=== issue_arbiter ===
Fig. 1: issue_arbiter, sizing map
Drawn at 1.5 px/um.
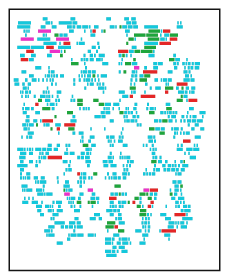
Fig. 2: issue_arbiter, metal 3
Drawn at 2 px/um.
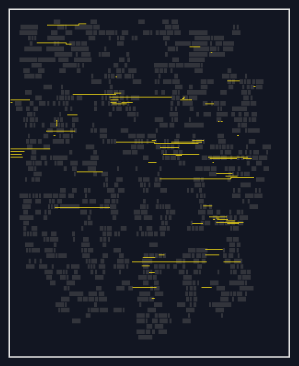
### src/rtl/issue_pkg.sv
// Shared definitions for the issue arbiter: default sizing, the issue-slot
// record handed to functional units, and a small population-count helper.
package issue_pkg;

  // Default configuration: 8 reservation-station entries, 2 issue ports.
  localparam int NUM_REQ = 8;
  localparam int NUM_GNT = 2;
  localparam int IDX_W   = $clog2(NUM_REQ);

  // One issue slot as seen by a functional unit.
  typedef struct packed {
    logic             valid;
    logic [IDX_W-1:0] idx;
  } issue_slot_t;

  // Number of set bits in a vector of up to 32 bits.
  function automatic int unsigned count_ones(input logic [31:0] v);
    int unsigned n;
    n = 0;
    for (int i = 0; i < 32; i++) begin
      n = n + int'(v[i]);
    end
    return n;
  endfunction

endpackage

### src/rtl/rr_psel.sv
// rr_psel: combinational multi-grant circular priority selector.
// Scans req starting at 'start' and wrapping around, picking at most
// 'free_cnt' set bits. Winners are reported both as a grant vector and as
// an ordered list of indices (first winner in slot 0 of the list).
module rr_psel #(
  parameter int NUM_REQ = 8,
  parameter int NUM_GNT = 2,
  localparam int IDX_W  = $clog2(NUM_REQ),
  localparam int CNT_W  = $clog2(NUM_GNT + 1)
) (
  input  logic [NUM_REQ-1:0]       req,
  input  logic [IDX_W-1:0]         start,
  input  logic [CNT_W-1:0]         free_cnt,
  output logic [NUM_REQ-1:0]       gnt,
  output logic [NUM_GNT*IDX_W-1:0] win_idx,
  output logic [CNT_W-1:0]         win_cnt,
  output logic [IDX_W-1:0]         last_idx
);

  // Circular scan; the wrap is an explicit subtract so NUM_REQ need not be a power of two.
  always_comb begin
    int pos;
    int cnt;
    gnt      = '0;
    win_idx  = '0;
    last_idx = '0;
    cnt      = 0;
    pos      = 0;
    for (int o = 0; o < NUM_REQ; o++) begin
      pos = int'(start) + o;
      if (pos >= NUM_REQ) begin
        pos = pos - NUM_REQ;
      end
      if (req[pos] && (cnt < int'(free_cnt))) begin
        gnt[pos]                         = 1'b1;
        win_idx[cnt*IDX_W +: IDX_W]      = IDX_W'(pos);
        last_idx                         = IDX_W'(pos);
        cnt                              = cnt + 1;
      end
    end
    win_cnt = CNT_W'(cnt);
  end

endmodule

### src/rtl/issue_arbiter.sv
// issue_arbiter: picks up to NUM_GNT ready RS entries per cycle and loads
// their indices into per-port issue slots, which hold until the FU accepts.
// Build option: define ISSUE_ARB_ROTATE_EN for a rotating priority pointer;
// without it the scan always starts at entry 0 (fixed priority).
module issue_arbiter #(
  parameter int NUM_REQ = issue_pkg::NUM_REQ,
  parameter int NUM_GNT = issue_pkg::NUM_GNT,
  localparam int IDX_W  = $clog2(NUM_REQ)
) (
  input  logic                     clock,
  input  logic                     reset,
  input  logic [NUM_REQ-1:0]       req,
  input  logic [NUM_GNT-1:0]       fu_ready,
  output logic [NUM_REQ-1:0]       req_gnt,
  output logic [NUM_GNT-1:0]       slot_valid,
  output logic [NUM_GNT*IDX_W-1:0] slot_idx
);

  import issue_pkg::*;

  localparam int CNT_W = $clog2(NUM_GNT + 1);

  logic [NUM_GNT-1:0]       slot_valid_q, slot_valid_d;
  logic [NUM_GNT*IDX_W-1:0] slot_idx_q, slot_idx_d;
  logic [NUM_GNT-1:0]       slot_free;
  logic [CNT_W-1:0]         free_cnt;
  logic [IDX_W-1:0]         scan_start;
  logic [NUM_GNT*IDX_W-1:0] win_idx;
  logic [CNT_W-1:0]         win_cnt;
  logic [IDX_W-1:0]         last_idx;

  // A slot can take a new entry if it is empty or its FU drains it this edge.
  generate
    for (genvar gi = 0; gi < NUM_GNT; gi++) begin : g_free
      assign slot_free[gi] = !slot_valid_q[gi] || fu_ready[gi];
    end
  endgenerate

  assign free_cnt = CNT_W'(count_ones(32'(slot_free)));

  rr_psel #(
    .NUM_REQ (NUM_REQ),
    .NUM_GNT (NUM_GNT)
  ) u_psel (
    .req      (req),
    .start    (scan_start),
    .free_cnt (free_cnt),
    .gnt      (req_gnt),
    .win_idx  (win_idx),
    .win_cnt  (win_cnt),
    .last_idx (last_idx)
  );

`ifdef ISSUE_ARB_ROTATE_EN
  logic [IDX_W-1:0] ptr_q, ptr_d;

  // Advance the pointer just past the last winner; hold it when nothing is granted.
  always_comb begin
    ptr_d = ptr_q;
    if (win_cnt != '0) begin
      if (last_idx == IDX_W'(NUM_REQ - 1)) begin
        ptr_d = '0;
      end else begin
        ptr_d = last_idx + IDX_W'(1);
      end
    end
  end

  // Pointer register.
  always_ff @(posedge clock or posedge reset) begin
    if (reset) begin
      ptr_q <= '0;
    end else begin
      ptr_q <= ptr_d;
    end
  end

  assign scan_start = ptr_q;
`else
  logic unused_last_idx;

  assign scan_start      = '0;
  assign unused_last_idx = ^last_idx;
`endif

  // Hand winners to free slots in ascending slot order; stalled slots hold.
  always_comb begin
    int w;
    slot_valid_d = slot_valid_q;
    slot_idx_d   = slot_idx_q;
    w            = 0;
    for (int k = 0; k < NUM_GNT; k++) begin
      if (slot_free[k]) begin
        if (w < int'(win_cnt)) begin
          slot_valid_d[k]                = 1'b1;
          slot_idx_d[k*IDX_W +: IDX_W]   = win_idx[w*IDX_W +: IDX_W];
          w                              = w + 1;
        end else begin
          slot_valid_d[k] = 1'b0;
        end
      end
    end
  end

  // Issue slot registers.
  always_ff @(posedge clock or posedge reset) begin
    if (reset) begin
      slot_valid_q <= '0;
      slot_idx_q   <= '0;
    end else begin
      slot_valid_q <= slot_valid_d;
      slot_idx_q   <= slot_idx_d;
    end
  end

  assign slot_valid = slot_valid_q;
  assign slot_idx   = slot_idx_q;

endmodule

### config.mk
export PLATFORM = sky130hd
export DESIGN_NAME = issue_arbiter
export DESIGN_NICKNAME = d
export VERILOG_FILES = /design/src/rtl/issue_pkg.sv /design/src/rtl/rr_psel.sv /design/src/rtl/issue_arbiter.sv
export SDC_FILE = /design/constraint.sdc
export NUM_CORES = 1
export LEC_CHECK = 0
export CAP_MARGIN = 20
export CORE_ASPECT_RATIO = 1.25
export CORE_MARGIN = 2
export CORE_UTILIZATION = 25
export CTS_CLUSTER_DIAMETER = 30
export CTS_CLUSTER_SIZE = 20
export DETAILED_ROUTE_END_ITERATION = 8
export GPL_TIMING_DRIVEN = 0
export PLACE_DENSITY = 0.36
export SETUP_SLACK_MARGIN = 0.2
export SYNTH_ARGS = -nofsm -noshare
export SYNTH_HDL_FRONTEND = slang
export SYNTH_HIERARCHICAL = 1
export SYNTH_SLANG_ARGS = --single-unit
### constraint.sdc
create_clock -name clock -period 18 [get_ports clock]
set_input_delay 2.7 -clock clock [delete_from_list [all_inputs] [get_ports clock]]
set_output_delay 2.7 -clock clock [all_outputs]
set_load 0.05 [all_outputs]
==> Changelog: implementation <==
### Changed

* Top class by area: combinational gates
* Nonclk buf count at 64
* Final Util at 29.71%
* GR Overflow Total at 0
* Hold bufs inserted after CTS at 0
* Antenna-violating nets left at 0
* Die Span Y at 173.1 um
* I/O Pins at 28
* Sequential cell area share at 3.013%
* Crit path max-delay family: simple AND/OR/NAND/NOR gates
* WL met2 at 10.45 mm
* Pin count of the biggest net entering global routing at 15
* Destination of the critical timing path: req_gnt[7]
* Highest routed layer: met4
* Finished Layout Cells at 1080
* Remaining DRCs at 0
* 1st-pass router iterations at 5
* Core area at 22360 um^2
* Initial antenna violation count at 0
* Outcome: completed
* Combinational share of cell area at 80.49%
* Post-Synthesis Cells at 747
* Met2 Use GR at around 30%
* Final Skew at 0.002282 ns
* CP Launch Type: primary input
* Most used logic cell in the final layout: ha_1
* Worst R2R End: slot_idx[1]
* Worst R2R Path Depth at 58
* Dominant logic cell types in the final layout: 77 x ha_1, 66 x nand2_1, 57 x nor2_1
* Fin crit period at between 15 and 20 ns
* Worst Hold Class: flip-flop to flip-flop
* Non-clk invs at 49
* Final setup fails at 0
* Clock network area share at 1.130%
* Clock buffers at 3
* Worst hold stages at 2
* Register area at ~200 um^2
## Picture notes: Fig. 1
Key: drive 1 or less = cyan [cells 690, share 87%]; drive 3 to 4 = red [cells 30, share 3.8%]; drive 2 = green [cells 69, share 8.7%]; drive 6 and up = magenta [cells 8, share 1.0%]

## Picture notes: Fig. 2
The longest straight run is 37.0 um. The wires run mostly horizontal. The layer holds 2.8% of the routed length. The layer carries 585 um of wire.
detailed-route via count: 5846
final WL: 20.63 mm
met3 usage: 1.357%


=== bcd_convert_seq ===
`config.mk`:
```
export PLATFORM = sky130hd
export DESIGN_NAME = bcd_convert_seq
export DESIGN_NICKNAME = d
export VERILOG_FILES = /design/src/rtl/bcd_convert_seq.sv
export SDC_FILE = /design/constraint.sdc
export NUM_CORES = 1
export LEC_CHECK = 0
export CAP_MARGIN = 0
export CORE_MARGIN = 1.5
export CORE_UTILIZATION = 35
export DETAILED_ROUTE_END_ITERATION = 6
export GPL_ROUTABILITY_DRIVEN = 0
export PLACE_DENSITY = 0.58
export RECOVER_POWER = 25
export SYNTH_ARGS = -nofsm -noshare
export SYNTH_HDL_FRONTEND = slang
export SYNTH_SLANG_ARGS = --single-unit
```
`constraint.sdc`:
```
create_clock -name clkP -period 3.05 [get_ports clkP]
set_input_delay 0.4575 -clock clkP [delete_from_list [all_inputs] [get_ports clkP]]
set_output_delay 0.4575 -clock clkP [all_outputs]
set_load 0.005 [all_outputs]
```
`src/rtl/bcd_convert_seq.sv`:
```
`timescale 1ns/1ps
// Sequential binary-to-BCD converter (shift-and-add-3, one input bit per clock).
// Latency: WIDTH+1 clocks from the accepted start edge to the done pulse.
// No backpressure: start is only honoured while idle; requests made while busy are dropped.
module bcd_convert_seq #(
  parameter int WIDTH  = 9,
  parameter int DIGITS = 3
) (
  input  logic                  clkP,
  input  logic                  resP,
  input  logic                  start,
  input  logic [WIDTH-1:0]      binIn,
  output logic                  busy,
  output logic                  done,
  output logic [4*DIGITS-1:0]   bcdOut,
  output logic                  overflow
);

  localparam int BW = 4 * DIGITS;
  localparam int CW = $clog2(WIDTH + 1);
  // Count value seen on the edge that performs the final shift step
  localparam logic [CW-1:0] LAST_STEP = CW'(WIDTH - 1);

  typedef enum logic [1:0] {
    stIdle,
    stShift,
    stDone
  } state_t;

  state_t          state;
  logic [WIDTH-1:0] binReg;
  logic [BW-1:0]    scratch;
  logic [BW-1:0]    adjusted;
  logic             ovf;
  logic [CW-1:0]    cnt;

  // Add-3 correction on every digit of the pre-shift scratch value, in parallel
  always_comb begin
    adjusted = scratch;
    for (int i = 0; i < DIGITS; i++) begin
      if (scratch[4*i +: 4] >= 4'd5) begin
        adjusted[4*i +: 4] = scratch[4*i +: 4] + 4'd3;
      end
    end
  end

  // Conversion FSM with registered handshake and result outputs
  always_ff @(posedge clkP) begin
    if (resP) begin
      state    <= stIdle;
      binReg   <= '0;
      scratch  <= '0;
      ovf      <= 1'b0;
      cnt      <= '0;
      busy     <= 1'b0;
      done     <= 1'b0;
      bcdOut   <= '0;
      overflow <= 1'b0;
    end else begin
      done <= 1'b0;
      case (state)
        stIdle: begin
          if (start) begin
            binReg  <= binIn;
            scratch <= '0;
            ovf     <= 1'b0;
            cnt     <= '0;
            busy    <= 1'b1;
            state   <= stShift;
          end
        end
        stShift: begin
          // A bit leaving the top digit means the value needs more digits than we have
          ovf     <= ovf | adjusted[BW-1];
          scratch <= {adjusted[BW-2:0], binReg[WIDTH-1]};
          binReg  <= {binReg[WIDTH-2:0], 1'b0};
          cnt     <= cnt + 1'b1;
          if (cnt == LAST_STEP) begin
            state <= stDone;
          end
        end
        stDone: begin
          bcdOut   <= scratch;
          overflow <= ovf;
          done     <= 1'b1;
          busy     <= 1'b0;
          state    <= stIdle;
        end
        default: begin
          state <= stIdle;
          busy  <= 1'b0;
        end
      endcase
    end
  end

endmodule

```
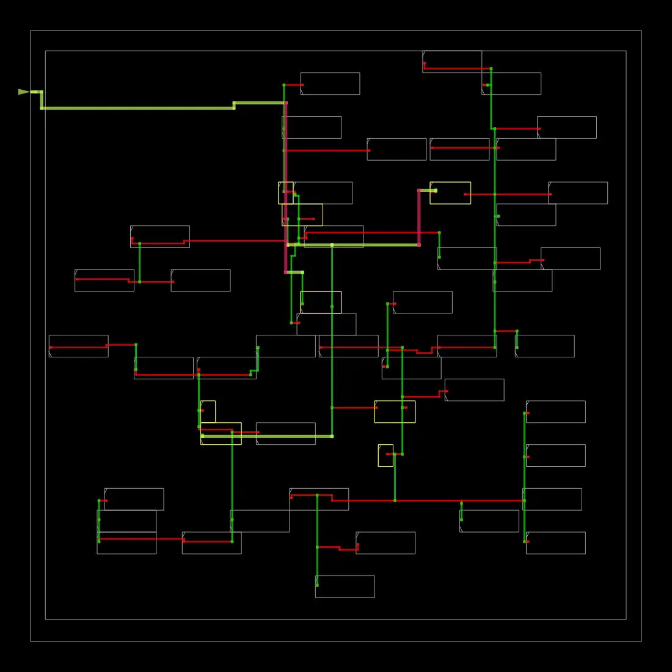
Fig. 3. The clock network (bcd_convert_seq).
clock sinks: 43
FF+latch count: 43

==> Changelog: implementation <==
### Changed

* Synthesis warning total at 0
* Adder Area Share at under 10%
* Nonclk buf count at 29
* CP Capture Type: flip-flop
* Post-route setup slack at 1.202 ns
* Resize count post-CTS at 0
* Clk latency of the worst-skew pair at approximately 0.29 ns
* Yosys top cell by area: dfxtp_1
* Synth top area share at 46.21%
* Net count after synthesis at 244
* Comb group at 0.0808 mW
* Port Buffers at 26
* Final slew viol count at 0
* Post-layout power at about 1.0 mW
* Detailed-route via count at 1538
* Worst hold stages at 2
* AO/OA Area Share at roughly 19%
* Fin crit period at approximately 1.8 ns
* Dpl ws at slightly below 1 ns
* Multi-In Gates at 158
* Hold Slack at roughly 0.45 ns
* M1 GR Usage at 20.34%
* Highest routed layer: met4
* Met3 usage at 3.976%
* Cell area leaders: dfxtp_1 46%, a21oi_1 6.4%, nand2_1 6.2%
* Yosys stat area at 1863 um^2
* Initial antenna violation count at 0
* Vias/cell at 4.821
* Number of global-route vias before repair at 1406
* Worst path required time at roughly 3.2 ns
* Max IR drop VDD at about 0.21 mV
* Most frequent cell after synthesis: dfxtp_1
* Syn avg cell area at 8.317 um^2
* Outcome: completed
* Dominant logic cell types in the final layout: 43 x dfxtp_1, 31 x nand2_1, 27 x nor2_1

=== iir1_mc_filter_flat ===
## src/rtl/iir1_mc_filter_pkg.sv

```systemverilog
// Shared definitions for the multi-channel first-order IIR filter.
// Holds the default parameter values, the channel-index width helper and
// the default signed sample type.
package iir1_mc_filter_pkg;

    localparam int DATA_W_DEF     = 16;
    localparam int CHANNELS_DEF   = 4;
    localparam int LEAK_SHIFT_DEF = 4;

    typedef logic signed [DATA_W_DEF-1:0] sample_t;

    // Channel index width; a single-channel build still gets a 1-bit index.
    function automatic int ch_w(input int n);
        return (n > 1) ? $clog2(n) : 1;
    endfunction

endpackage

```

## src/rtl/iir1_mc_filter_if.sv

```systemverilog
// Stream bundle for iir1_mc_filter: input sample channel (in_*, mode) and
// result channel (out_*), both valid/ready handshaked.
//   master : sample producer / result consumer (testbench or upstream logic)
//   slave  : the filter
interface iir1_mc_filter_if #(
    parameter int DATA_W = 16,
    parameter int CH_W   = 2
);
    logic                     in_valid;
    logic                     in_ready;
    logic [CH_W-1:0]          in_ch;
    logic signed [DATA_W-1:0] in_data;
    logic                     mode;
    logic                     out_valid;
    logic                     out_ready;
    logic [CH_W-1:0]          out_ch;
    logic signed [DATA_W-1:0] out_data;
    logic                     out_sat;
    logic                     out_err;

    modport master (
        output in_valid, in_ch, in_data, mode, out_ready,
        input  in_ready, out_valid, out_ch, out_data, out_sat, out_err
    );

    modport slave (
        input  in_valid, in_ch, in_data, mode, out_ready,
        output in_ready, out_valid, out_ch, out_data, out_sat, out_err
    );
endinterface

```

## src/rtl/iir1_mc_filter_sat_clip.sv

```systemverilog
// sat_clip: clamp a signed IN_W-bit value into the signed OUT_W-bit range.
//   din  : signed input, IN_W bits
//   dout : clamped result, OUT_W bits
//   sat  : high when din was outside the OUT_W range
module sat_clip #(
    parameter int IN_W  = 18,
    parameter int OUT_W = 16
) (
    input  logic signed [IN_W-1:0]  din,
    output logic signed [OUT_W-1:0] dout,
    output logic                    sat
);
    // The value fits when every bit from the OUT_W sign bit upward agrees.
    logic [IN_W-OUT_W:0] top;

    assign top  = din[IN_W-1:OUT_W-1];
    assign sat  = !((&top) || !(|top));
    assign dout = !sat         ? din[OUT_W-1:0] :
                  din[IN_W-1]  ? {1'b1, {(OUT_W-1){1'b0}}} :
                                 {1'b0, {(OUT_W-1){1'b1}}};
endmodule

```

## src/rtl/iir1_mc_filter.sv

```systemverilog
// iir1_mc_filter: time-multiplexed first-order IIR, one state pair per channel.
//   Y[n] = X[n] + X[n-1] + Y[n-1] - (mode ? Y[n-1] >>> LEAK_SHIFT : 0), saturated.
// Ports:
//   clk, reset : rising-edge clock, asynchronous active-high reset
//   clear      : synchronous flush of all channel state and the output register
//   bus        : sample/result streams (slave side), see iir1_mc_filter_if
module iir1_mc_filter
    import iir1_mc_filter_pkg::*;
#(
    parameter int DATA_W     = DATA_W_DEF,
    parameter int CHANNELS   = CHANNELS_DEF,
    parameter int LEAK_SHIFT = LEAK_SHIFT_DEF
) (
    input  logic           clk,
    input  logic           reset,
    input  logic           clear,
    iir1_mc_filter_if.slave bus
);
    localparam int CH_W = ch_w(CHANNELS);
    localparam int SW   = DATA_W + 2;   // x + x1 + y1 needs two guard bits

    logic signed [DATA_W-1:0] x1 [CHANNELS];
    logic signed [DATA_W-1:0] y1 [CHANNELS];

    logic                     out_valid;
    logic [CH_W-1:0]          out_ch;
    logic signed [DATA_W-1:0] out_data;
    logic                     out_sat;
    logic                     out_err;

    logic                     accept;
    logic                     ch_ok;
    logic [CH_W-1:0]          ch_idx;
    logic signed [SW-1:0]     xe, x1e, y1e, leak, s;
    logic signed [DATA_W-1:0] sat_val;
    logic                     sat_flag;

    // One-entry output register: a new sample may enter whenever the held
    // result is absent or is being consumed on this same edge.
    assign bus.in_ready  = !out_valid || bus.out_ready;
    assign bus.out_valid = out_valid;
    assign bus.out_ch    = out_ch;
    assign bus.out_data  = out_data;
    assign bus.out_sat   = out_sat;
    assign bus.out_err   = out_err;

    assign accept = bus.in_valid && bus.in_ready && !clear;
    assign ch_ok  = int'(bus.in_ch) < CHANNELS;
    // Out-of-range channels read a valid entry; the result is discarded anyway.
    assign ch_idx = ch_ok ? bus.in_ch : '0;

    assign xe   = {{2{bus.in_data[DATA_W-1]}}, bus.in_data};
    assign x1e  = {{2{x1[ch_idx][DATA_W-1]}}, x1[ch_idx]};
    assign y1e  = {{2{y1[ch_idx][DATA_W-1]}}, y1[ch_idx]};
    assign leak = y1e >>> LEAK_SHIFT;
    assign s    = xe + x1e + y1e - (bus.mode ? leak : '0);

    sat_clip #(.IN_W(SW), .OUT_W(DATA_W)) u_sat (
        .din  (s),
        .dout (sat_val),
        .sat  (sat_flag)
    );

    always_ff @(posedge clk or posedge reset) begin
        if (reset) begin
            for (int c = 0; c < CHANNELS; c++) begin
                x1[c] <= '0;
                y1[c] <= '0;
            end
            out_valid <= 1'b0;
            out_ch    <= '0;
            out_data  <= '0;
            out_sat   <= 1'b0;
            out_err   <= 1'b0;
        end else if (clear) begin
            for (int c = 0; c < CHANNELS; c++) begin
                x1[c] <= '0;
                y1[c] <= '0;
            end
            out_valid <= 1'b0;
        end else if (accept) begin
            out_valid <= 1'b1;
            out_ch    <= bus.in_ch;
            if (ch_ok) begin
                out_data     <= sat_val;
                out_sat      <= sat_flag;
                out_err      <= 1'b0;
                x1[ch_idx]   <= bus.in_data;
                y1[ch_idx]   <= sat_val;
            end else begin
                out_data <= '0;
                out_sat  <= 1'b0;
                out_err  <= 1'b1;
            end
        end else if (bus.out_ready) begin
            out_valid <= 1'b0;
        end
    end
endmodule

```

## src/flat_wrapper.sv

```systemverilog
// flat-port wrapper written by rule: the top's interface ports become plain ports
module iir1_mc_filter_flat import iir1_mc_filter_pkg::*;
#(
    parameter int DATA_W     = DATA_W_DEF,
    parameter int CHANNELS   = CHANNELS_DEF,
    parameter int LEAK_SHIFT = LEAK_SHIFT_DEF
)
  (clk, reset, clear, bus_in_valid, bus_in_ch, bus_in_data, bus_mode, bus_out_ready, bus_in_ready, bus_out_valid, bus_out_ch, bus_out_data, bus_out_sat, bus_out_err);
  iir1_mc_filter_if #(.DATA_W(DATA_W), .CH_W((2))) bus_i ();
  input  logic clk;
  input  logic reset;
  input  logic clear;
  input wire logic [$bits(bus_i.in_valid)-1:0] bus_in_valid;
  input wire logic [$bits(bus_i.in_ch)-1:0] bus_in_ch;
  input wire logic [$bits(bus_i.in_data)-1:0] bus_in_data;
  input wire logic [$bits(bus_i.mode)-1:0] bus_mode;
  input wire logic [$bits(bus_i.out_ready)-1:0] bus_out_ready;
  output wire logic [$bits(bus_i.in_ready)-1:0] bus_in_ready;
  output wire logic [$bits(bus_i.out_valid)-1:0] bus_out_valid;
  output wire logic [$bits(bus_i.out_ch)-1:0] bus_out_ch;
  output wire logic [$bits(bus_i.out_data)-1:0] bus_out_data;
  output wire logic [$bits(bus_i.out_sat)-1:0] bus_out_sat;
  output wire logic [$bits(bus_i.out_err)-1:0] bus_out_err;
  assign bus_i.in_valid = bus_in_valid;
  assign bus_i.in_ch = bus_in_ch;
  assign bus_i.in_data = bus_in_data;
  assign bus_i.mode = bus_mode;
  assign bus_i.out_ready = bus_out_ready;
  assign bus_in_ready = bus_i.in_ready;
  assign bus_out_valid = bus_i.out_valid;
  assign bus_out_ch = bus_i.out_ch;
  assign bus_out_data = bus_i.out_data;
  assign bus_out_sat = bus_i.out_sat;
  assign bus_out_err = bus_i.out_err;
  iir1_mc_filter #(.DATA_W(DATA_W), .CHANNELS(CHANNELS), .LEAK_SHIFT(LEAK_SHIFT)) u_core (.clk(clk), .reset(reset), .clear(clear), .bus(bus_i));
endmodule
```

## config.mk

```make
export PLATFORM = sky130hd
export DESIGN_NAME = iir1_mc_filter_flat
export DESIGN_NICKNAME = d
export VERILOG_FILES = /design/src/rtl/iir1_mc_filter_pkg.sv /design/src/rtl/iir1_mc_filter_if.sv /design/src/rtl/iir1_mc_filter_sat_clip.sv /design/src/rtl/iir1_mc_filter.sv /design/src/flat_wrapper.sv
export SDC_FILE = /design/constraint.sdc
export NUM_CORES = 1
export LEC_CHECK = 0
export CAP_MARGIN = 20
export CORE_MARGIN = 2
export CORE_UTILIZATION = 45
export CTS_CLUSTER_SIZE = 8
export DETAILED_ROUTE_END_ITERATION = 8
export GPL_TIMING_DRIVEN = 0
export PLACE_DENSITY = 0.62
export SLEW_MARGIN = 20
export SYNTH_ARGS = -nofsm -noshare
export SYNTH_HDL_FRONTEND = slang
export SYNTH_SLANG_ARGS = --single-unit
```

## constraint.sdc

```tcl
create_clock -name clk -period 5.3 [get_ports clk]
set_input_delay 1.06 -clock clk [delete_from_list [all_inputs] [get_ports clk]]
set_output_delay 1.06 -clock clk [all_outputs]
set_load 0.005 [all_outputs]
```

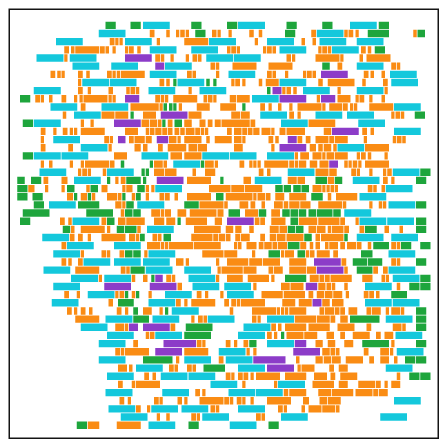
Fig. 4. Cells colored by class (iir1_mc_filter_flat).
Drawn at 3 px/um.
Key: clock drivers and dummy loads = purple [cells 32, share of their area 5.7%]; flops = cyan [cells 148, share of their area 34%]; other buffers and delay cells = green [cells 137, share of their area 12%]; all other logic = orange [cells 713, share of their area 48%]

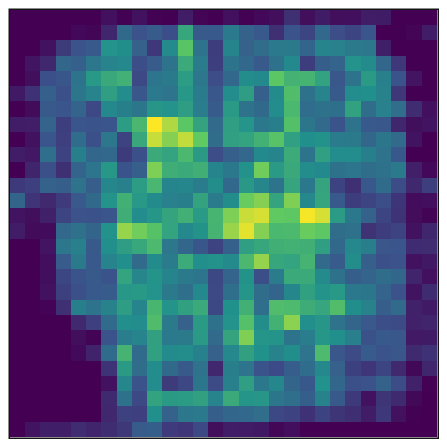
Fig. 5. Signal metal coverage by tile (iir1_mc_filter_flat).
Drawn at 3 px/um. 28 x 28 tiles, from dark purple (low) to yellow (high), scaled to the fullest tile. Values are wire area over tile area, all layers added.
The densest ninth of the die: middle. The fullest tile reaches 0.65. The mean over all tiles is 0.21.
final WL: 26.39 mm
detailed-route via count: 7397
WL/cell: 20.88 um
GRT Overall Usage: 26.53%

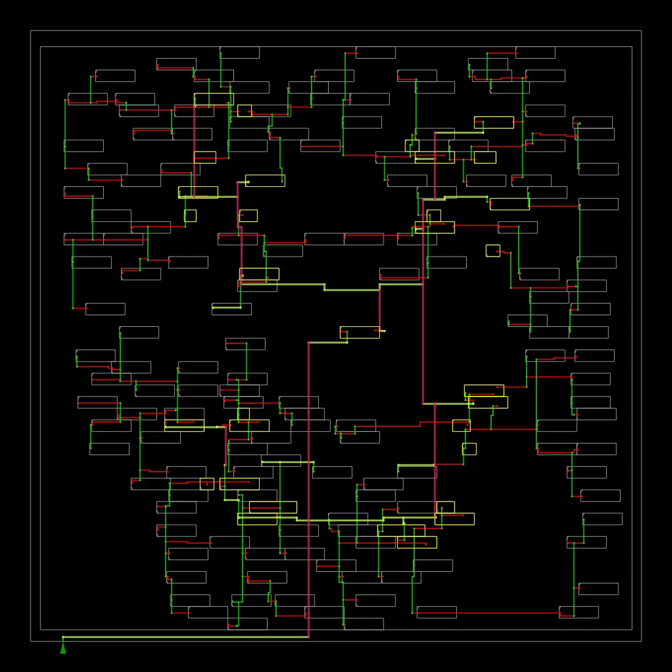
Fig. 6. The clock network (iir1_mc_filter_flat).
clock sinks: 148
FF+latch count: 148
Final Skew: 0.01072 ns
Clock Power: 1.28 mW

==> Changelog: implementation <==
### Changed

* Outcome: finished, violations left
* Failing checks: negative setup slack
* Crit path max-delay family: AND-OR/OR-AND gates
* Critical Path Slowest Stage Cell: mux4_2
* Leakage Power at 4.664 nW
* Post-route setup slack at -1.054 ns
* Worst R2R Path Depth at 24
* RSZ-0062 raised after global routing: yes
* Fin crit period at about 6.4 ns
* Internal power at 3.709 mW
* Worst Hold Class: flip-flop to flip-flop
* Non-clock buffer share at 11.74%
* Hold Crit Start: u_core.bus.out_data[15]
* Largest regs: u_core.x1 x64, u_core.y1 x64, u_core.bus.out_data x16
* Final setup fails at 81

=== reg_file_sb_flat ===
Fig. 7: reg_file_sb_flat, the clock network
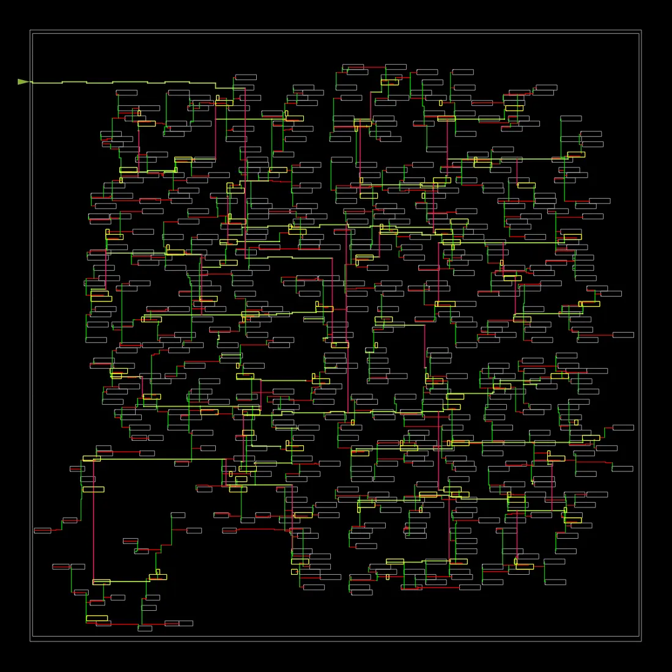
**src/rtl/reg_file_sb_if.sv**
```systemverilog
// rtl/reg_file_sb_if.sv - decode-stage bus for the register file / write-back scoreboard
//
// Purpose: bundles the read ports, the write-back port, the issue request and
// the scoreboard status outputs of reg_file_sb into one interface.
//   master : decode / write-back side (drives addresses, write-back, issue)
//   slave  : reg_file_sb (drives read data, issue_ready, hazard, busy, err)
// Signals:
//   rd_addr     NUM_RD*ADDR_W  read addresses, port i at [i*ADDR_W +: ADDR_W]
//   rd_use      NUM_RD         port i operand is consumed (hazard-checked)
//   rd_data     NUM_RD*DATA_W  read data, port i at [i*DATA_W +: DATA_W]
//   wr_en/wr_addr/wr_data      write-back port
//   issue_en/issue_wb/issue_dest  issue request from decode
//   issue_ready/hazard/busy/err   scoreboard status
interface reg_file_sb_if #(
  parameter int DATA_W = 32,
  parameter int ADDR_W = 4,
  parameter int NUM_RD = 2
);
  logic [NUM_RD*ADDR_W-1:0] rd_addr;
  logic [NUM_RD-1:0]        rd_use;
  logic [NUM_RD*DATA_W-1:0] rd_data;
  logic                     wr_en;
  logic [ADDR_W-1:0]        wr_addr;
  logic [DATA_W-1:0]        wr_data;
  logic                     issue_en;
  logic                     issue_wb;
  logic [ADDR_W-1:0]        issue_dest;
  logic                     issue_ready;
  logic                     hazard;
  logic                     busy;
  logic                     err;

  modport master (
    output rd_addr, rd_use, wr_en, wr_addr, wr_data, issue_en, issue_wb, issue_dest,
    input  rd_data, issue_ready, hazard, busy, err
  );

  modport slave (
    input  rd_addr, rd_use, wr_en, wr_addr, wr_data, issue_en, issue_wb, issue_dest,
    output rd_data, issue_ready, hazard, busy, err
  );
endinterface

```
**src/rtl/reg_file_sb.sv**
```systemverilog
// rtl/reg_file_sb.sv - register file with integrated write-back scoreboard
//
// Purpose: architectural register file for the decode stage. Serves NUM_RD
// combinational read ports (optional same-cycle write-through bypass) and
// tracks in-flight destination writes with a pending counter per register.
// Ports:
//   clk    rising-edge clock
//   rst    synchronous active-low reset
//   sb_if  reg_file_sb_if.slave: read ports, write-back port, issue request,
//          issue_ready / hazard / busy / err status
// Parameters: DATA_W, ADDR_W (NUM_REGS = 2**ADDR_W), NUM_RD (1..4),
//   CNT_W (max in-flight writes per register = 2**CNT_W-1), BYPASS (1 = on).
module reg_file_sb #(
  parameter int DATA_W = 32,
  parameter int ADDR_W = 4,
  parameter int NUM_RD = 2,
  parameter int CNT_W  = 2,
  parameter int BYPASS = 1
) (
  input logic          clk,
  input logic          rst,
  reg_file_sb_if.slave sb_if
);
  localparam int               NUM_REGS = 2 ** ADDR_W;
  localparam logic [CNT_W-1:0] CNT_MAX  = '1;
  localparam logic [CNT_W-1:0] CNT_ONE  = CNT_W'(1);
  localparam bit               BYP_EN   = (BYPASS != 0);

  logic [DATA_W-1:0] regs_q [NUM_REGS];
  logic [CNT_W-1:0]  cnt_q  [NUM_REGS];
  logic [CNT_W-1:0]  cnt_d  [NUM_REGS];
  logic              err_q, err_d;

  logic [ADDR_W-1:0] rd_a   [NUM_RD];
  logic [NUM_RD-1:0] rd_byp;
  logic [NUM_RD-1:0] rd_haz;
  logic [NUM_REGS-1:0] inc_v, dec_v, nz_v;

  logic hazard_c, full_c, ready_c, accept_c;

  // Read ports. A bypassed write-back also retires one pending write for
  // the hazard check, so a source with exactly one outstanding write that
  // is being written back this cycle is usable immediately.
  always_comb begin
    sb_if.rd_data = '0;
    rd_byp        = '0;
    rd_haz        = '0;
    for (int i = 0; i < NUM_RD; i++) begin
      rd_a[i] = sb_if.rd_addr[i*ADDR_W +: ADDR_W];
    end
    for (int i = 0; i < NUM_RD; i++) begin
      rd_byp[i] = BYP_EN && sb_if.wr_en && (sb_if.wr_addr == rd_a[i]);
      sb_if.rd_data[i*DATA_W +: DATA_W] = rd_byp[i] ? sb_if.wr_data : regs_q[rd_a[i]];
      rd_haz[i] = sb_if.rd_use[i] && (cnt_q[rd_a[i]] != '0)
                  && !(rd_byp[i] && (cnt_q[rd_a[i]] == CNT_ONE));
    end
  end

  assign hazard_c = |rd_haz;

  // A saturated destination may still issue when the same register is being
  // written back this cycle: the increment and decrement cancel.
  assign full_c   = sb_if.issue_wb && (cnt_q[sb_if.issue_dest] == CNT_MAX)
                    && !(sb_if.wr_en && (sb_if.wr_addr == sb_if.issue_dest));
  assign ready_c  = !hazard_c && !full_c;
  assign accept_c = sb_if.issue_en && ready_c && sb_if.issue_wb;

  // Pending counter next state and sticky error.
  always_comb begin
    err_d = err_q;
    inc_v = '0;
    dec_v = '0;
    nz_v  = '0;
    for (int r = 0; r < NUM_REGS; r++) begin
      cnt_d[r] = cnt_q[r];
      nz_v[r]  = (cnt_q[r] != '0);
      inc_v[r] = accept_c && (sb_if.issue_dest == ADDR_W'(r));
      dec_v[r] = sb_if.wr_en && (sb_if.wr_addr == ADDR_W'(r)) && nz_v[r];
      if (inc_v[r] && !dec_v[r]) begin
        // Unreachable through this port set (full_c refuses the issue);
        // kept so a wrapping counter can never go unnoticed.
        if (cnt_q[r] == CNT_MAX) begin
          err_d = 1'b1;
        end else begin
          cnt_d[r] = cnt_q[r] + CNT_ONE;
        end
      end else if (dec_v[r] && !inc_v[r]) begin
        cnt_d[r] = cnt_q[r] - CNT_ONE;
      end
    end
    // Write-back with nothing pending: data is still written, flag it.
    if (sb_if.wr_en && (cnt_q[sb_if.wr_addr] == '0)) begin
      err_d = 1'b1;
    end
  end

  always_ff @(posedge clk) begin
    if (!rst) begin
      for (int r = 0; r < NUM_REGS; r++) begin
        regs_q[r] <= '0;
        cnt_q[r]  <= '0;
      end
      err_q <= 1'b0;
    end else begin
      if (sb_if.wr_en) begin
        regs_q[sb_if.wr_addr] <= sb_if.wr_data;
      end
      for (int r = 0; r < NUM_REGS; r++) begin
        cnt_q[r] <= cnt_d[r];
      end
      err_q <= err_d;
    end
  end

  assign sb_if.hazard      = hazard_c;
  assign sb_if.issue_ready = ready_c;
  assign sb_if.busy        = |nz_v;
  assign sb_if.err         = err_q;
endmodule

```
**src/flat_wrapper.sv**
```systemverilog
// flat-port wrapper written by rule: the top's interface ports become plain ports
module reg_file_sb_flat 
#(
  parameter int DATA_W = 32,
  parameter int ADDR_W = 4,
  parameter int NUM_RD = 2,
  parameter int CNT_W  = 2,
  parameter int BYPASS = 1
)
  (clk, rst, sb_if_rd_addr, sb_if_rd_use, sb_if_wr_en, sb_if_wr_addr, sb_if_wr_data, sb_if_issue_en, sb_if_issue_wb, sb_if_issue_dest, sb_if_rd_data, sb_if_issue_ready, sb_if_hazard, sb_if_busy, sb_if_err);
  reg_file_sb_if #(.DATA_W(DATA_W), .ADDR_W(ADDR_W), .NUM_RD(NUM_RD)) sb_if_i ();
  input logic clk;
  input logic rst;
  input wire logic [$bits(sb_if_i.rd_addr)-1:0] sb_if_rd_addr;
  input wire logic [$bits(sb_if_i.rd_use)-1:0] sb_if_rd_use;
  input wire logic [$bits(sb_if_i.wr_en)-1:0] sb_if_wr_en;
  input wire logic [$bits(sb_if_i.wr_addr)-1:0] sb_if_wr_addr;
  input wire logic [$bits(sb_if_i.wr_data)-1:0] sb_if_wr_data;
  input wire logic [$bits(sb_if_i.issue_en)-1:0] sb_if_issue_en;
  input wire logic [$bits(sb_if_i.issue_wb)-1:0] sb_if_issue_wb;
  input wire logic [$bits(sb_if_i.issue_dest)-1:0] sb_if_issue_dest;
  output wire logic [$bits(sb_if_i.rd_data)-1:0] sb_if_rd_data;
  output wire logic [$bits(sb_if_i.issue_ready)-1:0] sb_if_issue_ready;
  output wire logic [$bits(sb_if_i.hazard)-1:0] sb_if_hazard;
  output wire logic [$bits(sb_if_i.busy)-1:0] sb_if_busy;
  output wire logic [$bits(sb_if_i.err)-1:0] sb_if_err;
  assign sb_if_i.rd_addr = sb_if_rd_addr;
  assign sb_if_i.rd_use = sb_if_rd_use;
  assign sb_if_i.wr_en = sb_if_wr_en;
  assign sb_if_i.wr_addr = sb_if_wr_addr;
  assign sb_if_i.wr_data = sb_if_wr_data;
  assign sb_if_i.issue_en = sb_if_issue_en;
  assign sb_if_i.issue_wb = sb_if_issue_wb;
  assign sb_if_i.issue_dest = sb_if_issue_dest;
  assign sb_if_rd_data = sb_if_i.rd_data;
  assign sb_if_issue_ready = sb_if_i.issue_ready;
  assign sb_if_hazard = sb_if_i.hazard;
  assign sb_if_busy = sb_if_i.busy;
  assign sb_if_err = sb_if_i.err;
  reg_file_sb #(.DATA_W(DATA_W), .ADDR_W(ADDR_W), .NUM_RD(NUM_RD), .CNT_W(CNT_W), .BYPASS(BYPASS)) u_core (.clk(clk), .rst(rst), .sb_if(sb_if_i));
endmodule
```
**config.mk**
```make
export PLATFORM = sky130hd
export DESIGN_NAME = reg_file_sb_flat
export DESIGN_NICKNAME = d
export VERILOG_FILES = /design/src/rtl/reg_file_sb_if.sv /design/src/rtl/reg_file_sb.sv /design/src/flat_wrapper.sv
export SDC_FILE = /design/constraint.sdc
export NUM_CORES = 1
export LEC_CHECK = 0
export CORE_UTILIZATION = 30
export CTS_CLUSTER_SIZE = 25
export DETAILED_ROUTE_END_ITERATION = 7
export GPL_TIMING_DRIVEN = 0
export PLACE_DENSITY = 0.43
export SYNTH_ARGS = -nofsm -noshare
export SYNTH_HDL_FRONTEND = slang
export SYNTH_SLANG_ARGS = --single-unit
export TNS_END_PERCENT = 30
```
**constraint.sdc**
```tcl
create_clock -name clk -period 3.4 [get_ports clk]
set_input_delay 0.51 -clock clk [delete_from_list [all_inputs] [get_ports clk]]
set_output_delay 0.51 -clock clk [all_outputs]
set_load 0.02 [all_outputs]
```
==> Changelog: implementation <==
### Changed

* Outcome: completed
* M1 GR Usage at roughly 33%
* Fin crit share at between 90% and 100%
* Non-clk invs at 5
* Starting Density at 30.30%
* CP Launch Type: primary input
* Slew margin rel. at 13.39%
* Final setup fails at 0
* Register area at about 16000 um^2
* Final instance area at 37700 um^2
* Hold Slack at 0.4722 ns
* Hold worst-path end: u_core.sb_if.err
* Most frequent cell after synthesis: and2_1
* Number of global-route vias before repair at around 22k
* Post-layout power at about 18 mW
* Top cells by count, synth: 519 x and2_1, 512 x edfxtp_1, 335 x mux4_2
* Post-route setup slack at 0.003870 ns
* Adder Area Share at 0%
* Pin count of the biggest net entering global routing at 33
* Root Driver: clkbuf_16
* Biggest register: u_core.regs_q
* Top Usage Layer GRT: met2
* Final WL at 127.0 mm
* Hold Vio Cnt, Final at 0
* Worst EP arrival at 2.89 ns
About Fig. 7:
clock sinks: 545
Clock Power: 7.17 mW
clock buffers: 95
FF+latch count: 545
Final Skew: 0.01564 ns


=== fb_prog_loader_flat ===
Fig. 8: fb_prog_loader_flat, signal metal coverage by tile
Drawn at 4 px/um. 16 x 16 tiles, from dark purple (low) to yellow (high), scaled to the fullest tile. Values are wire area over tile area, all layers added.
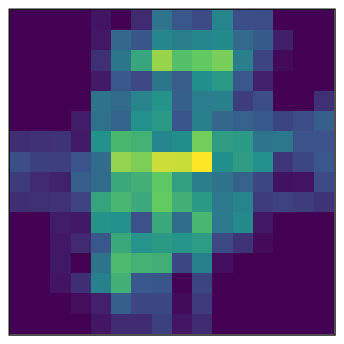
Fig. 9: fb_prog_loader_flat, metal 3
Drawn at 4 px/um.
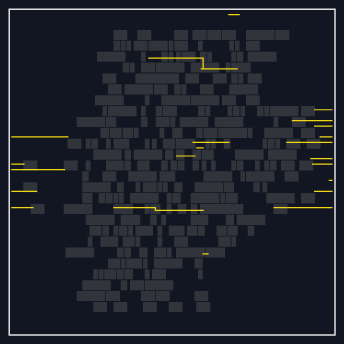
==> src/rtl/fb_pkg.sv <==
// Shared FB-CPU definitions: loader state encoding, default bus widths and CPU opcodes.
// Imported by the program loader and by fb_cpu.
package fb_pkg;

    localparam int FB_ADDRESS_WIDTH = 6;
    localparam int FB_DATA_WIDTH    = 10;

    typedef enum logic [2:0] {
        ST_IDLE   = 3'd0,
        ST_LOAD   = 3'd1,
        ST_VERIFY = 3'd2,
        ST_FINISH = 3'd3,
        ST_ERROR  = 3'd4
    } fb_state_t;

    localparam logic [3:0] OP_LOD = 4'd0;
    localparam logic [3:0] OP_STO = 4'd1;
    localparam logic [3:0] OP_ADD = 4'd2;
    localparam logic [3:0] OP_SUB = 4'd3;
    localparam logic [3:0] OP_MUL = 4'd4;
    localparam logic [3:0] OP_DIV = 4'd5;
    localparam logic [3:0] OP_JMP = 4'd6;
    localparam logic [3:0] OP_JMZ = 4'd7;
    localparam logic [3:0] OP_HLT = 4'd9;

endpackage

==> src/rtl/fb_prog_loader_if.sv <==
// Loader bus bundle: word stream in (valid/ready/last) and RAM port out (addr/data/we, 1-cycle read data).
// master = stream source + RAM side, slave = the loader.
interface fb_prog_loader_if
    import fb_pkg::*;
#(
    parameter int ADDRESS_WIDTH = FB_ADDRESS_WIDTH,
    parameter int DATA_WIDTH    = FB_DATA_WIDTH
);
    logic                     i_word_valid;
    logic [DATA_WIDTH-1:0]    i_word_data;
    logic                     i_word_last;
    logic                     o_word_ready;
    logic [ADDRESS_WIDTH-1:0] o_ram_addr;
    logic [DATA_WIDTH-1:0]    o_ram_data;
    logic                     o_ram_we;
    logic [DATA_WIDTH-1:0]    i_ram_data;

    modport master (
        output i_word_valid, i_word_data, i_word_last, i_ram_data,
        input  o_word_ready, o_ram_addr, o_ram_data, o_ram_we
    );

    modport slave (
        input  i_word_valid, i_word_data, i_word_last, i_ram_data,
        output o_word_ready, o_ram_addr, o_ram_data, o_ram_we
    );
endinterface

==> src/rtl/fb_loader_ptr.sv <==
// Write pointer (wraps at 2**ADDRESS_WIDTH) and per-session word counter with full flag.
// Updates one cycle after load/inc; full is combinational from the registered count.
module fb_loader_ptr #(
    parameter int ADDRESS_WIDTH = 6,
    parameter int DEPTH         = 64
) (
    input  logic                     clk,
    input  logic                     rst,
    input  logic                     load,
    input  logic [ADDRESS_WIDTH-1:0] base,
    input  logic                     inc,
    output logic [ADDRESS_WIDTH-1:0] ptr,
    output logic [ADDRESS_WIDTH:0]   count,
    output logic                     full
);
    localparam logic [ADDRESS_WIDTH:0] FULL_COUNT = (ADDRESS_WIDTH+1)'(DEPTH);

    always_ff @(posedge clk) begin
        if (rst) begin
            ptr   <= '0;
            count <= '0;
        end else if (load) begin
            ptr   <= base;
            count <= '0;
        end else if (inc) begin
            ptr   <= ptr + ADDRESS_WIDTH'(1);
            count <= count + (ADDRESS_WIDTH+1)'(1);
        end
    end

    assign full = (count == FULL_COUNT);
endmodule

==> src/rtl/fb_prog_loader.sv <==
// Program loader: streams words into block RAM from i_base, holding fb_cpu in reset until done; write lands 1 cycle after handshake.
// o_word_ready only in LOAD; optional read-back checksum with FB_LOADER_VERIFY_EN (adds o_count+2 cycles).
module fb_prog_loader
    import fb_pkg::*;
#(
    parameter int ADDRESS_WIDTH = FB_ADDRESS_WIDTH,
    parameter int DATA_WIDTH    = FB_DATA_WIDTH,
    parameter int DEPTH         = 64
) (
    input  logic                     clk,
    input  logic                     rst,
    input  logic                     i_start,
    input  logic [ADDRESS_WIDTH-1:0] i_base,
    fb_prog_loader_if.slave          bus,
    output logic                     o_cpu_rst,
    output logic                     o_busy,
    output logic                     o_done,
    output logic                     o_error,
    output logic [ADDRESS_WIDTH:0]   o_count
);
    fb_state_t                state, state_nx;
    logic                     ready_nx, we_nx, busy_nx, done_nx, error_nx, cpu_rst_nx;
    logic [ADDRESS_WIDTH-1:0] addr_nx;
    logic [DATA_WIDTH-1:0]    data_nx;
    logic                     ptr_load, ptr_inc, ptr_full;
    logic [ADDRESS_WIDTH-1:0] ptr;
    logic                     xfer;

    assign xfer = bus.i_word_valid && bus.o_word_ready;

    fb_loader_ptr #(
        .ADDRESS_WIDTH (ADDRESS_WIDTH),
        .DEPTH         (DEPTH)
    ) u_ptr (
        .clk   (clk),
        .rst   (rst),
        .load  (ptr_load),
        .base  (i_base),
        .inc   (ptr_inc),
        .ptr   (ptr),
        .count (o_count),
        .full  (ptr_full)
    );

`ifdef FB_LOADER_VERIFY_EN
    logic [ADDRESS_WIDTH-1:0] base_q;
    logic [ADDRESS_WIDTH:0]   rd_idx;
    logic [1:0]               rd_pipe;
    logic [DATA_WIDTH-1:0]    wr_xor, rd_xor;
    logic                     rd_issue, rd_final, sum_ok;

    // rd_pipe[1] marks cycles where i_ram_data belongs to an issued read (addr reg + RAM reg)
    assign rd_issue = (state == ST_VERIFY) && (rd_idx != o_count);
    assign rd_final = (state == ST_VERIFY) && !rd_issue && (rd_pipe == 2'b10);
    assign sum_ok   = ((rd_xor ^ bus.i_ram_data) == wr_xor);

    always_ff @(posedge clk) begin
        if (rst) begin
            base_q  <= '0;
            rd_idx  <= '0;
            rd_pipe <= '0;
            wr_xor  <= '0;
            rd_xor  <= '0;
        end else if (ptr_load) begin
            base_q  <= i_base;
            rd_idx  <= '0;
            rd_pipe <= '0;
            wr_xor  <= '0;
            rd_xor  <= '0;
        end else begin
            if (we_nx)
                wr_xor <= wr_xor ^ bus.i_word_data;
            if (rd_issue)
                rd_idx <= rd_idx + (ADDRESS_WIDTH+1)'(1);
            rd_pipe <= {rd_pipe[0], rd_issue};
            if (rd_pipe[1])
                rd_xor <= rd_xor ^ bus.i_ram_data;
        end
    end
`else
    logic unused_ram_data;
    assign unused_ram_data = ^bus.i_ram_data;
`endif

    always_comb begin
        state_nx   = state;
        ready_nx   = 1'b0;
        we_nx      = 1'b0;
        addr_nx    = bus.o_ram_addr;
        data_nx    = bus.o_ram_data;
        busy_nx    = o_busy;
        done_nx    = 1'b0;
        error_nx   = o_error;
        cpu_rst_nx = o_cpu_rst;
        ptr_load   = 1'b0;
        ptr_inc    = 1'b0;

        case (state)
            ST_IDLE, ST_ERROR: begin
                if (i_start) begin
                    ptr_load   = 1'b1;
                    error_nx   = 1'b0;
                    cpu_rst_nx = 1'b1;
                    busy_nx    = 1'b1;
                    state_nx   = ST_LOAD;
                end
            end
            ST_LOAD: begin
                if (xfer) begin
                    if (ptr_full) begin
                        error_nx = 1'b1;
                        busy_nx  = 1'b0;
                        state_nx = ST_ERROR;
                    end else begin
                        we_nx   = 1'b1;
                        addr_nx = ptr;
                        data_nx = bus.i_word_data;
                        ptr_inc = 1'b1;
                        if (bus.i_word_last) begin
`ifdef FB_LOADER_VERIFY_EN
                            state_nx = ST_VERIFY;
`else
                            state_nx   = ST_FINISH;
                            busy_nx    = 1'b0;
                            done_nx    = 1'b1;
                            cpu_rst_nx = 1'b0;
`endif
                        end
                    end
                end
            end
`ifdef FB_LOADER_VERIFY_EN
            ST_VERIFY: begin
                if (rd_issue)
                    addr_nx = base_q + rd_idx[ADDRESS_WIDTH-1:0];
                if (rd_final) begin
                    busy_nx = 1'b0;
                    if (sum_ok) begin
                        state_nx   = ST_FINISH;
                        done_nx    = 1'b1;
                        cpu_rst_nx = 1'b0;
                    end else begin
                        state_nx = ST_ERROR;
                        error_nx = 1'b1;
                    end
                end
            end
`endif
            ST_FINISH: state_nx = ST_IDLE;
            default:   state_nx = ST_IDLE;
        endcase

        ready_nx = (state_nx == ST_LOAD);
    end

    always_ff @(posedge clk) begin
        if (rst) begin
            state            <= ST_IDLE;
            bus.o_word_ready <= 1'b0;
            bus.o_ram_we     <= 1'b0;
            bus.o_ram_addr   <= '0;
            bus.o_ram_data   <= '0;
            o_busy           <= 1'b0;
            o_done           <= 1'b0;
            o_error          <= 1'b0;
            o_cpu_rst        <= 1'b1;
        end else begin
            state            <= state_nx;
            bus.o_word_ready <= ready_nx;
            bus.o_ram_we     <= we_nx;
            bus.o_ram_addr   <= addr_nx;
            bus.o_ram_data   <= data_nx;
            o_busy           <= busy_nx;
            o_done           <= done_nx;
            o_error          <= error_nx;
            o_cpu_rst        <= cpu_rst_nx;
        end
    end
endmodule

==> src/flat_wrapper.sv <==
// flat-port wrapper written by rule: the top's interface ports become plain ports
module fb_prog_loader_flat import fb_pkg::*;
#(
    parameter int ADDRESS_WIDTH = FB_ADDRESS_WIDTH,
    parameter int DATA_WIDTH    = FB_DATA_WIDTH,
    parameter int DEPTH         = 64
)
  (clk, rst, i_start, i_base, o_cpu_rst, o_busy, o_done, o_error, o_count, bus_i_word_valid, bus_i_word_data, bus_i_word_last, bus_i_ram_data, bus_o_word_ready, bus_o_ram_addr, bus_o_ram_data, bus_o_ram_we);
  fb_prog_loader_if #(.ADDRESS_WIDTH(ADDRESS_WIDTH), .DATA_WIDTH(DATA_WIDTH)) bus_i ();
  input  logic clk;
  input  logic rst;
  input  logic i_start;
  input  logic [ADDRESS_WIDTH-1:0] i_base;
  output logic o_cpu_rst;
  output logic o_busy;
  output logic o_done;
  output logic o_error;
  output logic [ADDRESS_WIDTH:0] o_count;
  input wire logic [$bits(bus_i.i_word_valid)-1:0] bus_i_word_valid;
  input wire logic [$bits(bus_i.i_word_data)-1:0] bus_i_word_data;
  input wire logic [$bits(bus_i.i_word_last)-1:0] bus_i_word_last;
  input wire logic [$bits(bus_i.i_ram_data)-1:0] bus_i_ram_data;
  output wire logic [$bits(bus_i.o_word_ready)-1:0] bus_o_word_ready;
  output wire logic [$bits(bus_i.o_ram_addr)-1:0] bus_o_ram_addr;
  output wire logic [$bits(bus_i.o_ram_data)-1:0] bus_o_ram_data;
  output wire logic [$bits(bus_i.o_ram_we)-1:0] bus_o_ram_we;
  assign bus_i.i_word_valid = bus_i_word_valid;
  assign bus_i.i_word_data = bus_i_word_data;
  assign bus_i.i_word_last = bus_i_word_last;
  assign bus_i.i_ram_data = bus_i_ram_data;
  assign bus_o_word_ready = bus_i.o_word_ready;
  assign bus_o_ram_addr = bus_i.o_ram_addr;
  assign bus_o_ram_data = bus_i.o_ram_data;
  assign bus_o_ram_we = bus_i.o_ram_we;
  fb_prog_loader #(.ADDRESS_WIDTH(ADDRESS_WIDTH), .DATA_WIDTH(DATA_WIDTH), .DEPTH(DEPTH)) u_core (.clk(clk), .rst(rst), .i_start(i_start), .i_base(i_base), .bus(bus_i), .o_cpu_rst(o_cpu_rst), .o_busy(o_busy), .o_done(o_done), .o_error(o_error), .o_count(o_count));
endmodule
==> config.mk <==
export PLATFORM = sky130hd
export DESIGN_NAME = fb_prog_loader_flat
export DESIGN_NICKNAME = d
export VERILOG_FILES = /design/src/rtl/fb_pkg.sv /design/src/rtl/fb_prog_loader_if.sv /design/src/rtl/fb_loader_ptr.sv /design/src/rtl/fb_prog_loader.sv /design/src/flat_wrapper.sv
export SDC_FILE = /design/constraint.sdc
export NUM_CORES = 1
export LEC_CHECK = 0
export CAP_MARGIN = 20
export CORE_MARGIN = 3
export CORE_UTILIZATION = 28
export CTS_CLUSTER_DIAMETER = 50
export DETAILED_ROUTE_END_ITERATION = 10
export GPL_TIMING_DRIVEN = 0
export PLACE_DENSITY = 0.66
export SLEW_MARGIN = 20
export SYNTH_ARGS = -nofsm -noshare
export SYNTH_HDL_FRONTEND = slang
export SYNTH_SLANG_ARGS = --single-unit
==> constraint.sdc <==
create_clock -name clk -period 4 [get_ports clk]
set_input_delay 0.8 -clock clk [delete_from_list [all_inputs] [get_ports clk]]
set_output_delay 0.8 -clock clk [all_outputs]
set_load 0.01 [all_outputs]
==> Changelog: implementation <==
### Changed

* Crit path max-delay family: buffers and inverters
* Port Buffers at 49
* Ant diodes at 0
* DR WL met3 at around 170 um
* Fin crit share at roughly 56%
* Simple Share, Synth at approximately a quarter
* CP Capture Type: flip-flop
* Worst Hold Class: flip-flop to flip-flop
* MaxCap Viol Count at 0
* Worst R2R Path Depth at 5
* Post-layout power at about 0.88 mW
* Layout cells sized above 1 at around 6.6%
* I/O Pins at 60
* Met2 Use GR at 19.95%
* Number of synthesized register bits at 38
* Outcome: completed
* Worst-path clk slew at approximately 0.08 ns
* Cell count in the Yosys report at about 190
* Internal power at just under 0.7 mW
Notes on Fig. 8 above:
17% of the tiles are over half the peak. The fullest tile reaches 0.40. The emptiest ninth of the die: bottom right. 32% of the tiles are nearly empty. The mean over all tiles is 0.095.

Notes on Fig. 9 above:
The layer carries 171 um of wire. The layer holds 4.3% of the routed length. 18 nets have wire on it. The wires run mostly horizontal. The longest straight run is 14.5 um.
detailed-route via count: 1448
met3 usage: 3.437%
final WL: 3.967 mm



==> layout pictures side by side <==
Cells colored by class.
(a)
Drawn at 6 px/um.
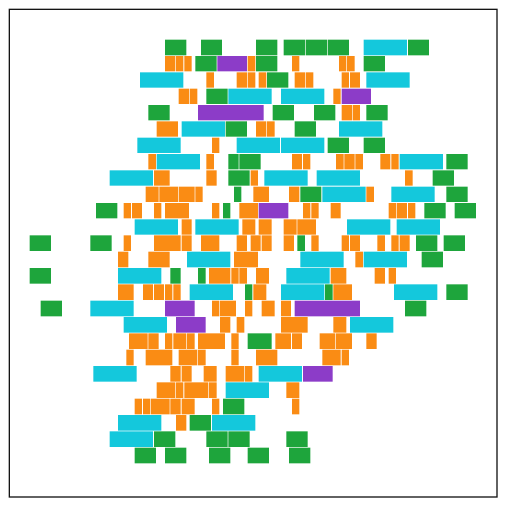
(b)
Drawn at 1.5 px/um.
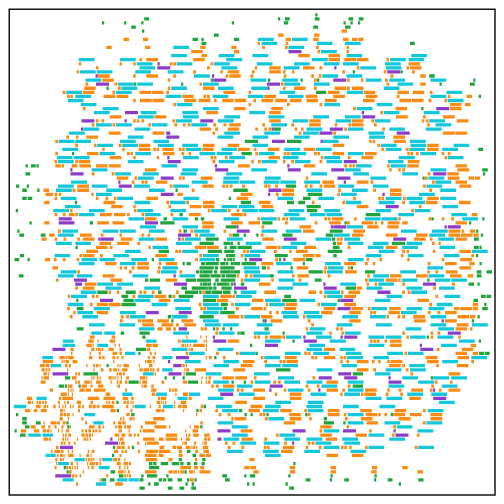
(c)
Drawn at 6 px/um.
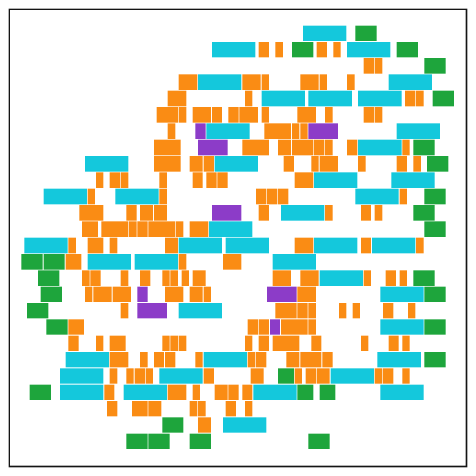
(d)
Drawn at 3 px/um.
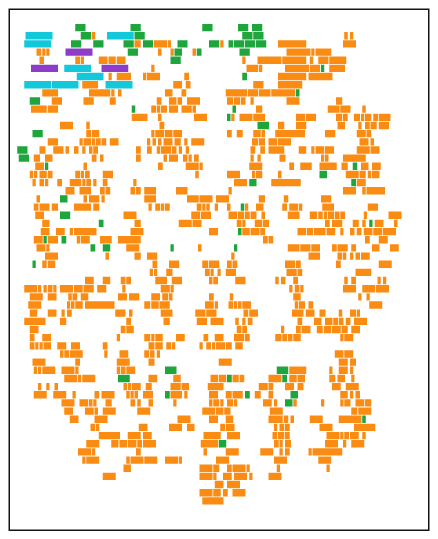
reg_file_sb_flat is (b).
bcd_convert_seq is (c).
issue_arbiter is (d).
fb_prog_loader_flat is (a).
Of these, lowest utilization: (d)

Power and IR drop assume default switching activity.
